=== design 1 ===
[config.mk]
export PLATFORM = sky130hd
export DESIGN_NAME = pipe_stage_chain
export DESIGN_NICKNAME = d
export VERILOG_FILES = /design/src/rtl/pipe_stage_chain.sv
export SDC_FILE = /design/constraint.sdc
export NUM_CORES = 1
export LEC_CHECK = 0
export ABC_AREA = 1
export CAP_MARGIN = 20
export CELL_PAD_IN_SITES_DETAIL_PLACEMENT = 1
export CELL_PAD_IN_SITES_GLOBAL_PLACEMENT = 2
export CORE_MARGIN = 5
export CORE_UTILIZATION = 25
export CTS_BUF_LIST = sky130_fd_sc_hd__clkbuf_4
export DETAILED_ROUTE_END_ITERATION = 8
export PLACE_DENSITY_LB_ADDON = 0.1
export SKIP_LAST_GASP = 1
export SLEW_MARGIN = 20
export SYNTH_ARGS = -nofsm -noshare
export SYNTH_HDL_FRONTEND = slang
export SYNTH_SLANG_ARGS = --single-unit
[constraint.sdc]
create_clock -name i_clk -period 1.75 [get_ports i_clk]
set_input_delay 0.175 -clock i_clk [delete_from_list [all_inputs] [get_ports i_clk]]
set_output_delay 0.175 -clock i_clk [all_outputs]
set_load 0.01 [all_outputs]
[src/rtl/pipe_stage_chain.sv]
// N-stage pipeline register chain with per-stage stall, flush and bubble insertion.
// Debug run/step control, cycle counter and a registered stage-snapshot port.
module pipe_stage_chain #(
  parameter int NUM_STAGES = 4,
  parameter int DATA_WIDTH = 64,
  parameter int CNT_WIDTH  = 16,
  parameter int CYC_WIDTH  = 32,
  parameter int SEL_WIDTH  = $clog2(NUM_STAGES)
) (
  input  logic                             i_clk,
  input  logic                             i_rst_n,
  input  logic [DATA_WIDTH-1:0]            i_data,
  input  logic                             i_valid,
  input  logic [NUM_STAGES-1:0]            i_stall,
  input  logic [NUM_STAGES-1:0]            i_flush,
  input  logic                             i_mode,
  input  logic                             i_step_load,
  input  logic [CNT_WIDTH-1:0]             i_step_count,
  input  logic [SEL_WIDTH-1:0]             i_snap_sel,
  output logic [NUM_STAGES*DATA_WIDTH-1:0] o_stage_data,
  output logic [NUM_STAGES-1:0]            o_stage_valid,
  output logic [DATA_WIDTH-1:0]            o_data,
  output logic                             o_valid,
  output logic                             o_ready,
  output logic                             o_halted,
  output logic [CNT_WIDTH-1:0]             o_step_left,
  output logic [CYC_WIDTH-1:0]             o_cycle_count,
  output logic [DATA_WIDTH-1:0]            o_snap_data,
  output logic                             o_snap_valid
);

  logic [DATA_WIDTH-1:0] data_q [NUM_STAGES];
  logic [DATA_WIDTH-1:0] data_d [NUM_STAGES];
  logic [NUM_STAGES-1:0] valid_q, valid_d;
  logic [NUM_STAGES-1:0] hold;
  logic [CNT_WIDTH-1:0]  step_q, step_d;
  logic [CYC_WIDTH-1:0]  cyc_q, cyc_d;
  logic [DATA_WIDTH-1:0] snap_data_q, snap_data_d;
  logic                  snap_valid_q, snap_valid_d;
  logic                  adv;

  assign adv = !i_mode || (step_q != '0);

  // A stall anywhere downstream freezes every stage upstream of it.
  always_comb begin
    hold = '0;
    for (int k = 0; k < NUM_STAGES; k++) begin
      hold[k] = |(i_stall >> k);
    end
  end

  always_comb begin
    for (int k = 0; k < NUM_STAGES; k++) begin
      data_d[k]  = data_q[k];
      valid_d[k] = valid_q[k];
    end
    if (adv) begin
      if (i_flush[0]) begin
        data_d[0]  = '0;
        valid_d[0] = 1'b0;
      end else if (!hold[0]) begin
        data_d[0]  = i_data;
        valid_d[0] = i_valid;
      end
      for (int k = 1; k < NUM_STAGES; k++) begin
        if (i_flush[k]) begin
          data_d[k]  = '0;
          valid_d[k] = 1'b0;
        end else if (hold[k]) begin
          data_d[k]  = data_q[k];
          valid_d[k] = valid_q[k];
        end else if (hold[k-1]) begin
          data_d[k]  = '0;
          valid_d[k] = 1'b0;
        end else begin
          data_d[k]  = data_q[k-1];
          valid_d[k] = valid_q[k-1];
        end
      end
    end
  end

  always_comb begin
    step_d = step_q;
    if (i_step_load) begin
      step_d = i_step_count;
    end else if (i_mode && step_q != '0) begin
      step_d = step_q - CNT_WIDTH'(1);
    end
  end

  assign cyc_d = adv ? cyc_q + CYC_WIDTH'(1) : cyc_q;

  // Out-of-range selects match no stage and read as zero.
  always_comb begin
    snap_data_d  = '0;
    snap_valid_d = 1'b0;
    for (int k = 0; k < NUM_STAGES; k++) begin
      if (i_snap_sel == SEL_WIDTH'(k)) begin
        snap_data_d  = data_q[k];
        snap_valid_d = valid_q[k];
      end
    end
  end

  always_ff @(posedge i_clk or negedge i_rst_n) begin
    if (!i_rst_n) begin
      for (int k = 0; k < NUM_STAGES; k++) begin
        data_q[k] <= '0;
      end
      valid_q      <= '0;
      step_q       <= '0;
      cyc_q        <= '0;
      snap_data_q  <= '0;
      snap_valid_q <= 1'b0;
    end else begin
      for (int k = 0; k < NUM_STAGES; k++) begin
        data_q[k] <= data_d[k];
      end
      valid_q      <= valid_d;
      step_q       <= step_d;
      cyc_q        <= cyc_d;
      snap_data_q  <= snap_data_d;
      snap_valid_q <= snap_valid_d;
    end
  end

  for (genvar k = 0; k < NUM_STAGES; k++) begin : g_out
    assign o_stage_data[k*DATA_WIDTH +: DATA_WIDTH] = data_q[k];
  end

  assign o_stage_valid = valid_q;
  assign o_data        = data_q[NUM_STAGES-1];
  assign o_valid       = valid_q[NUM_STAGES-1];
  assign o_ready       = adv && !hold[0] && !i_flush[0];
  assign o_halted      = i_mode && (step_q == '0);
  assign o_step_left   = step_q;
  assign o_cycle_count = cyc_q;
  assign o_snap_data   = snap_data_q;
  assign o_snap_valid  = snap_valid_q;

endmodule

=== design 2 ===
==> src/rtl/uar_tx.sv <==
// Packet UART transmitter: shifts out ceil(PKT_LEN/8) 8N1 frames, LSB first. tx drops 1 cycle after acceptance.
// start is accepted only while ready=1. Define UAR_TX_GAP_EN to add an idle-high gap of WAITING_COUNT cycles after each packet.
module uar_tx #(
  parameter int CLK_PER_BIT   = 6768,
  parameter int PKT_LEN       = 162,
  parameter int WAITING_COUNT = 130_000
) (
  input  logic               clk_in,
  input  logic               rst_in,
  input  logic [PKT_LEN-1:0] data_in,
  input  logic               start,
  output logic               ready,
  output logic               done,
  output logic               tx
);

  localparam int NBYTES = (PKT_LEN + 7) / 8;
  localparam int SW     = NBYTES * 8;
  localparam int BW     = (CLK_PER_BIT > 1) ? $clog2(CLK_PER_BIT) : 1;
  localparam int FW     = (NBYTES > 1) ? $clog2(NBYTES) : 1;

`ifdef UAR_TX_GAP_EN
  localparam int GW = $clog2(WAITING_COUNT + 1);
  typedef enum logic [2:0] {IDLE, START, DATA, STOP, GAP} state_t;
`else
  typedef enum logic [2:0] {IDLE, START, DATA, STOP} state_t;
`endif

  state_t          state, state_nxt;
  logic [BW-1:0]   baud_cnt, baud_nxt;
  logic [2:0]      bit_cnt, bit_nxt;
  logic [FW-1:0]   frame_cnt, frame_nxt;
  logic [SW-1:0]   shreg, shreg_nxt;
  logic            tx_nxt;
  logic            bit_end;
  logic            last_frame;
`ifdef UAR_TX_GAP_EN
  logic [GW-1:0]   gap_cnt, gap_nxt;
`endif

  assign bit_end    = (baud_cnt == BW'(CLK_PER_BIT - 1));
  assign last_frame = (frame_cnt == FW'(NBYTES - 1));
  assign ready      = (state == IDLE);
  assign done       = (state == STOP) && bit_end && last_frame;

  always_ff @(posedge clk_in) begin
    if (rst_in) begin
      state     <= IDLE;
      baud_cnt  <= '0;
      bit_cnt   <= '0;
      frame_cnt <= '0;
      shreg     <= '0;
      tx        <= 1'b1;
`ifdef UAR_TX_GAP_EN
      gap_cnt   <= '0;
`endif
    end else begin
      state     <= state_nxt;
      baud_cnt  <= baud_nxt;
      bit_cnt   <= bit_nxt;
      frame_cnt <= frame_nxt;
      shreg     <= shreg_nxt;
      tx        <= tx_nxt;
`ifdef UAR_TX_GAP_EN
      gap_cnt   <= gap_nxt;
`endif
    end
  end

  always_comb begin
    state_nxt = state;
    baud_nxt  = baud_cnt;
    bit_nxt   = bit_cnt;
    frame_nxt = frame_cnt;
    shreg_nxt = shreg;
    tx_nxt    = 1'b1;
`ifdef UAR_TX_GAP_EN
    gap_nxt   = gap_cnt;
`endif

    case (state)
      IDLE: begin
        if (start) begin
          state_nxt = START;
          shreg_nxt = SW'(data_in);  // zero-extends the padding bits of the last frame
          baud_nxt  = '0;
          bit_nxt   = '0;
          frame_nxt = '0;
        end
      end
      START: begin
        if (bit_end) begin
          baud_nxt  = '0;
          bit_nxt   = '0;
          state_nxt = DATA;
        end else begin
          baud_nxt = baud_cnt + 1'b1;
        end
      end
      DATA: begin
        if (bit_end) begin
          baud_nxt  = '0;
          shreg_nxt = shreg >> 1;
          if (bit_cnt == 3'd7) state_nxt = STOP;
          else                 bit_nxt   = bit_cnt + 1'b1;
        end else begin
          baud_nxt = baud_cnt + 1'b1;
        end
      end
      STOP: begin
        if (bit_end) begin
          baud_nxt = '0;
          if (last_frame) begin
            frame_nxt = '0;
`ifdef UAR_TX_GAP_EN
            gap_nxt   = '0;
            state_nxt = GAP;
`else
            state_nxt = IDLE;
`endif
          end else begin
            frame_nxt = frame_cnt + 1'b1;
            state_nxt = START;
          end
        end else begin
          baud_nxt = baud_cnt + 1'b1;
        end
      end
`ifdef UAR_TX_GAP_EN
      GAP: begin
        if (gap_cnt == GW'(WAITING_COUNT - 1)) begin
          gap_nxt   = '0;
          state_nxt = IDLE;
        end else begin
          gap_nxt = gap_cnt + 1'b1;
        end
      end
`endif
      default: state_nxt = IDLE;
    endcase

    // tx is registered, so it is derived from where the FSM is heading
    case (state_nxt)
      START:   tx_nxt = 1'b0;
      DATA:    tx_nxt = shreg_nxt[0];
      default: tx_nxt = 1'b1;
    endcase
  end

endmodule

==> config.mk <==
export PLATFORM = sky130hd
export DESIGN_NAME = uar_tx
export DESIGN_NICKNAME = d
export VERILOG_FILES = /design/src/rtl/uar_tx.sv
export SDC_FILE = /design/constraint.sdc
export NUM_CORES = 1
export LEC_CHECK = 0
export CORE_MARGIN = 10
export CORE_UTILIZATION = 54
export CTS_CLUSTER_SIZE = 28
export DETAILED_ROUTE_END_ITERATION = 8
export PLACE_DENSITY = 0.84
export SYNTH_ARGS = -nofsm -noshare
export SYNTH_HDL_FRONTEND = slang
export SYNTH_SLANG_ARGS = --single-unit
==> constraint.sdc <==
create_clock -name clk_in -period 5.9 [get_ports clk_in]
set_clock_uncertainty 0.05 [all_clocks]
set_input_delay 1.77 -clock clk_in [delete_from_list [all_inputs] [get_ports clk_in]]
set_output_delay 1.77 -clock clk_in [all_outputs]
set_load 0.005 [all_outputs]

## Gallery

I/O nets highlighted.
shot_01.png
Drawn at 1.5 px/um.
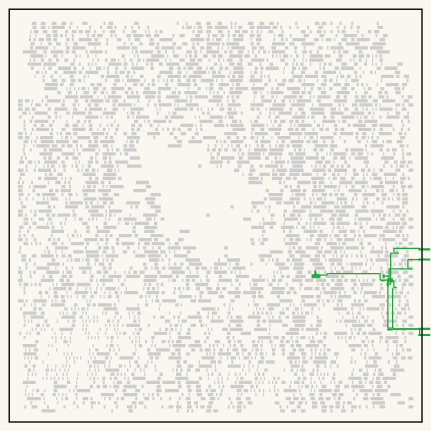
shot_02.png
Drawn at 3 px/um.
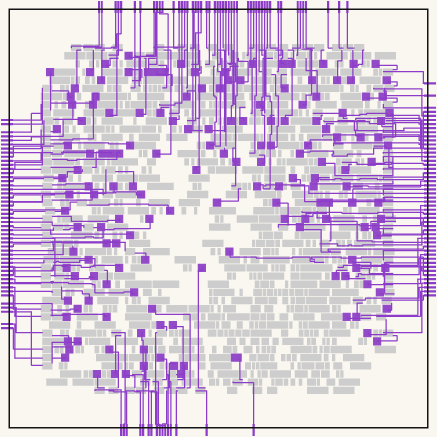
Of these, most cells: shot_01.png
- shot_01.png = design 1
- shot_02.png = design 2

Fig. 1: design 2, the clock network
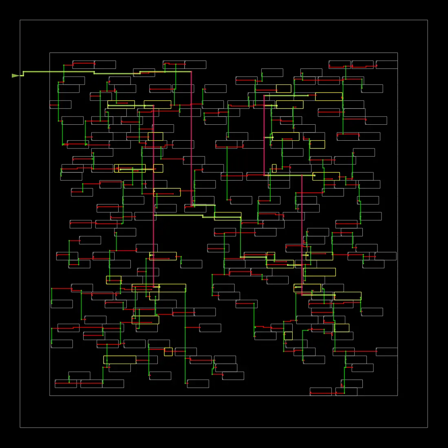
# clk buffers: 24
registers: 192
Clk. pwr: 1160 uW

Fig. 2: design 2, register map, names as in the netlist
Drawn at 3 px/um. Other sequential cells in the stronger grey, the rest of the logic in the fainter grey.
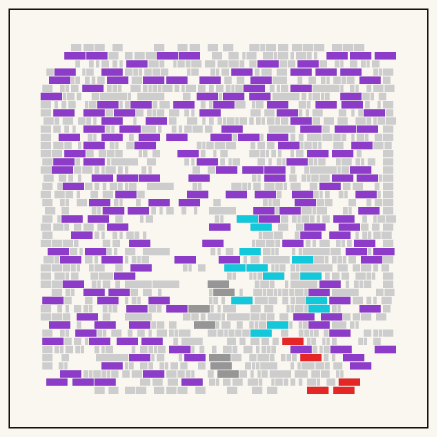
| colour | signal | sequential cells |
|---|---|---|
| red | `frame_cnt` | 5 |
| cyan | `baud_cnt` | 13 |
| purple | `shreg` | 167 |
sequential cell area share: 38.7%
sequential power: 1380 uW
Core Util, Final: 71.5%
storage element area: 3840 um^2

==> flow_metrics.py, design 2 <==
# Generated from Yosys and OpenROAD reports
metrics = {
    "synthesis": {
        "syn_area_per_cell_um2": 8.54,
        "ys_top_cells_by_count": "192 x dfxtp_1, 177 x nand2_1, 170 x a21oi_1, 161 x a22oi_1, 52 x clkbuf_1",
        "edf_count": 0,
        "ys_warn_count": 0,
    },
    "sta": {
        "finalCritPeriodShare_pct": 75.5,
        "hold_slack_ns": 0.402,
        "setup_ws_ns": 1.45,
        "hold_violations": 0,
    },
    "global_routing": {
        "grt_max_degree": 164,
        "top_usage_layer": "met2",
        "grt_usage_pct": 19.1,
        "grt_pass1_vias": 6147,
        "antenna_found_initial": 0,
    },
    "power_and_ir_drop": {
        "pwr_density_cell_nw_per_um2": 283,
        "switching_power_uw": 626,
        "p_int_uw": 2190,
        "combPwrFrac_pct": 9.7,
        "power_leakage_uw": 0.00328,
        "power_leader": "sequential cells",
    },
    "critical_path": {
        "cp_top_family": "simple AND/OR/NAND/NOR gates",
        "cp-start-kind": "register",
        "crit_path_max_fanout": 10,
        "crit_required_ns": 4.08,
        "path_class": "register to primary output",
        "max_stage_delay_ns": 0.73,
    },
    "detailed_routing": {
        "ant_nets": 0,
        "vias": 6914,
        "highest_layer": "met4",
        "first_pass_iters": 5,
    },
    "flow_run": {
        "tool_warnings": 31,
    },
    "cts": {
        "numCtsBuffers": 17,
        "clkSlewWorstSetupHoldPaths_ns": 0.06,
        "clock_path_buffers": 2,
        "cts_resized": 0,
        "cts_tree": "built",
    },
    "run_status": {
        "outcome": "completed",
    },
    "finish": {
        "fillers": 1090,
    },
    "floorplan": {
        "fp_util_pct": 55.1,
    },
}
## design 2: final timing paths
path                            depth (start not counted)                endpoint                startpoint
worst max-delay path                                    5                    done  baud_cnt[8]$_SDFFE_PP0P_
worst min-delay path                                    2  shreg[23]$_SDFFE_PP0P_    shreg[23]$_SDFFE_PP0P_
worst max register to register                          6  shreg[38]$_SDFFE_PP0P_  baud_cnt[8]$_SDFFE_PP0P_
worst min register to register                          2  shreg[23]$_SDFFE_PP0P_    shreg[23]$_SDFFE_PP0P_
## design 2: cells by family (layout without fill, tap and decap cells)
| family | Yosys count | after routing | synth area share, % |
|---|---|---|---|
| adders and majority gates | 5 | 5 | 0.818 |
| AOI/OAI and AO/OA | 346 | 346 | 28.4 |
| other | 1 | 1 | 0.0490 |
| xor gates and xnor gates | 15 | 15 | 1.72 |
| buffers and inverters | 84 | 213 | 4.53 |
| and+or+nand+nor | 252 | 252 | 14.1 |
| DFF | 192 | 192 | 50.3 |
| muxes | 1 | 1 | 0.131 |
## design 2: cell type report
cell class	instances	area share (%)
inverters	7	0.265
repair buffers	175	17.7
well taps	180	2.27
clock inverters	7	1.01
clock buffers	24	5.06
multi-input cells	620	35.0
flip-flops and latches	192	38.7
Fig. 3: design 1, placement density heat map
Drawn at 1 px/um. 27 x 27 tiles, from dark purple (low) to yellow (high), 0 to 100% covered.
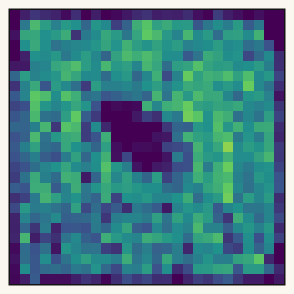
fullest tile: 83%
mean over tiles: 39%
nearly empty tiles: 5.6%
densest ninth of the die: middle right
Core Util, Final: 44.5%
core area: 68900 um^2

==> flow_metrics.py, design 1 <==
# Generated from Yosys and OpenROAD reports
metrics = {
    "cts": {
        "clock_path_buffers": 3,
        "clkSlewWorstSetupHoldPaths_ns": 0.07,
        "cts_tree": "built",
    },
    "synthesis": {
        "ys_seq_share_pct": 53.5,
        "ys_area_um2": 17400,
        "syn_area_per_cell_um2": 8.28,
        "area_leaders": "dfrtp_1 54%, nand2_1 19%, o21ai_0 4.2%",
        "ys_warn_count": 0,
        "synth_nets": 2204,
        "top_area_share_pct": 53.5,
    },
    "finish": {
        "final_common_cell": "nand2_1",
        "layout-drive-gt1-share_pct": 47.2,
    },
    "detailed_routing": {
        "first_pass_iters": 4,
        "routed_wl_um": 103000,
    },
    "sta": {
        "period_needed_ns": 2.39,
        "setup_ws_ns": -0.639,
        "setup_viol": 313,
    },
    "hold_path": {
        "holdPathStages": 3,
    },
    "power_and_ir_drop": {
        "clkPwrFrac_pct": 38.5,
        "pg_seq_uw": 9210,
        "p_int_uw": 15500,
    },
    "floorplan": {
        "fp_util_pct": 25.3,
        "die_w_um": 274,
    },
    "critical_path": {
        "crit_path_max_fanout": 3,
        "r2r-end": "o_stage_data[158]$_DFFE_PN0P_",
        "r2r_setup_slack_ns": -0.46,
    },
    "global_routing": {
        "use_met2_pct": 40.4,
        "grt_usage_pct": 23.1,
        "grt_pass1_vias": 20419,
        "top_usage_layer": "met2",
        "grt_overflow": 0,
    },
    "run_status": {
        "failed_checks": "setup timing",
        "outcome": "finished with violations",
    },
}
[design 1: sequential cells by signal (all words and copies together), names as in the netlist]
register and flops:
o_snap_valid 1, o_data 64, o_stage_data 192, o_cycle_count 32, o_stage_valid 4, o_snap_data 64
o_step_left 16
[design 1: cell type report]
class / count / area, um^2
repair buffers: 1094 / 10300
flip-flops and latches: 373 / 9420
clock buffers: 170 / 1280
diodes: 3 / 7.51
well taps: 931 / 1160
clock inverters: 30 / 129
inverters: 39 / 148
fillers: 8127 / 38300
multi-input cells: 1505 / 8240
[design 1: worst max-delay path, delay by kind of cell (launching register included)]
family	cells	cell delay, ns
AND/OR/NAND/NOR	4	0.36
buffers and inverters	4	0.41
flip-flops	1	0.39
adder cells (fa/ha/maj)	1	0.18
[design 1: logic make-up (layout without fill, tap and decap cells)]
group,count (synthesis),count (layout),share of synthesized area (%)
and+or+nand+nor,1138,1140,26.3
DFF,373,373,53.5
AOI/OAI and AO/OA,344,346,11.3
buffers and inverters,233,1333,7.91
xor gates and xnor gates,17,17,0.854
adders and majority gates,2,2,0.143
other,0,3,0


==> notes/layouts.md <==
Pictures saved along the way, in no particular order.

Selected gate families.
picture 1
Drawn at 1.5 px/um.
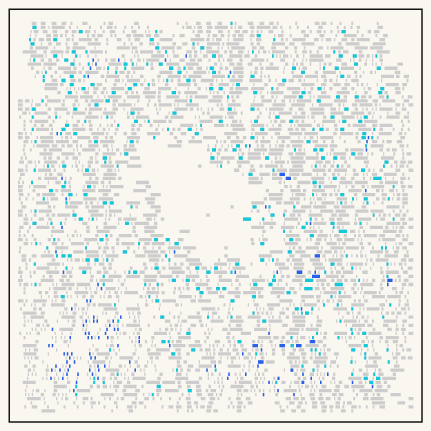
picture 2
Drawn at 3 px/um.
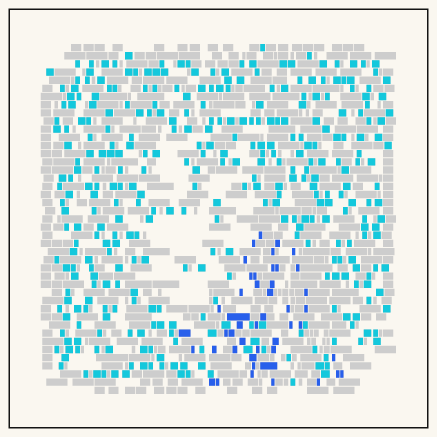
For design 2, see picture 2.
For design 1, see picture 1.
The one with the largest die is picture 1.
The one with the most cells is picture 1.

No activity file was given, so power comes from the tool's default toggle rates.
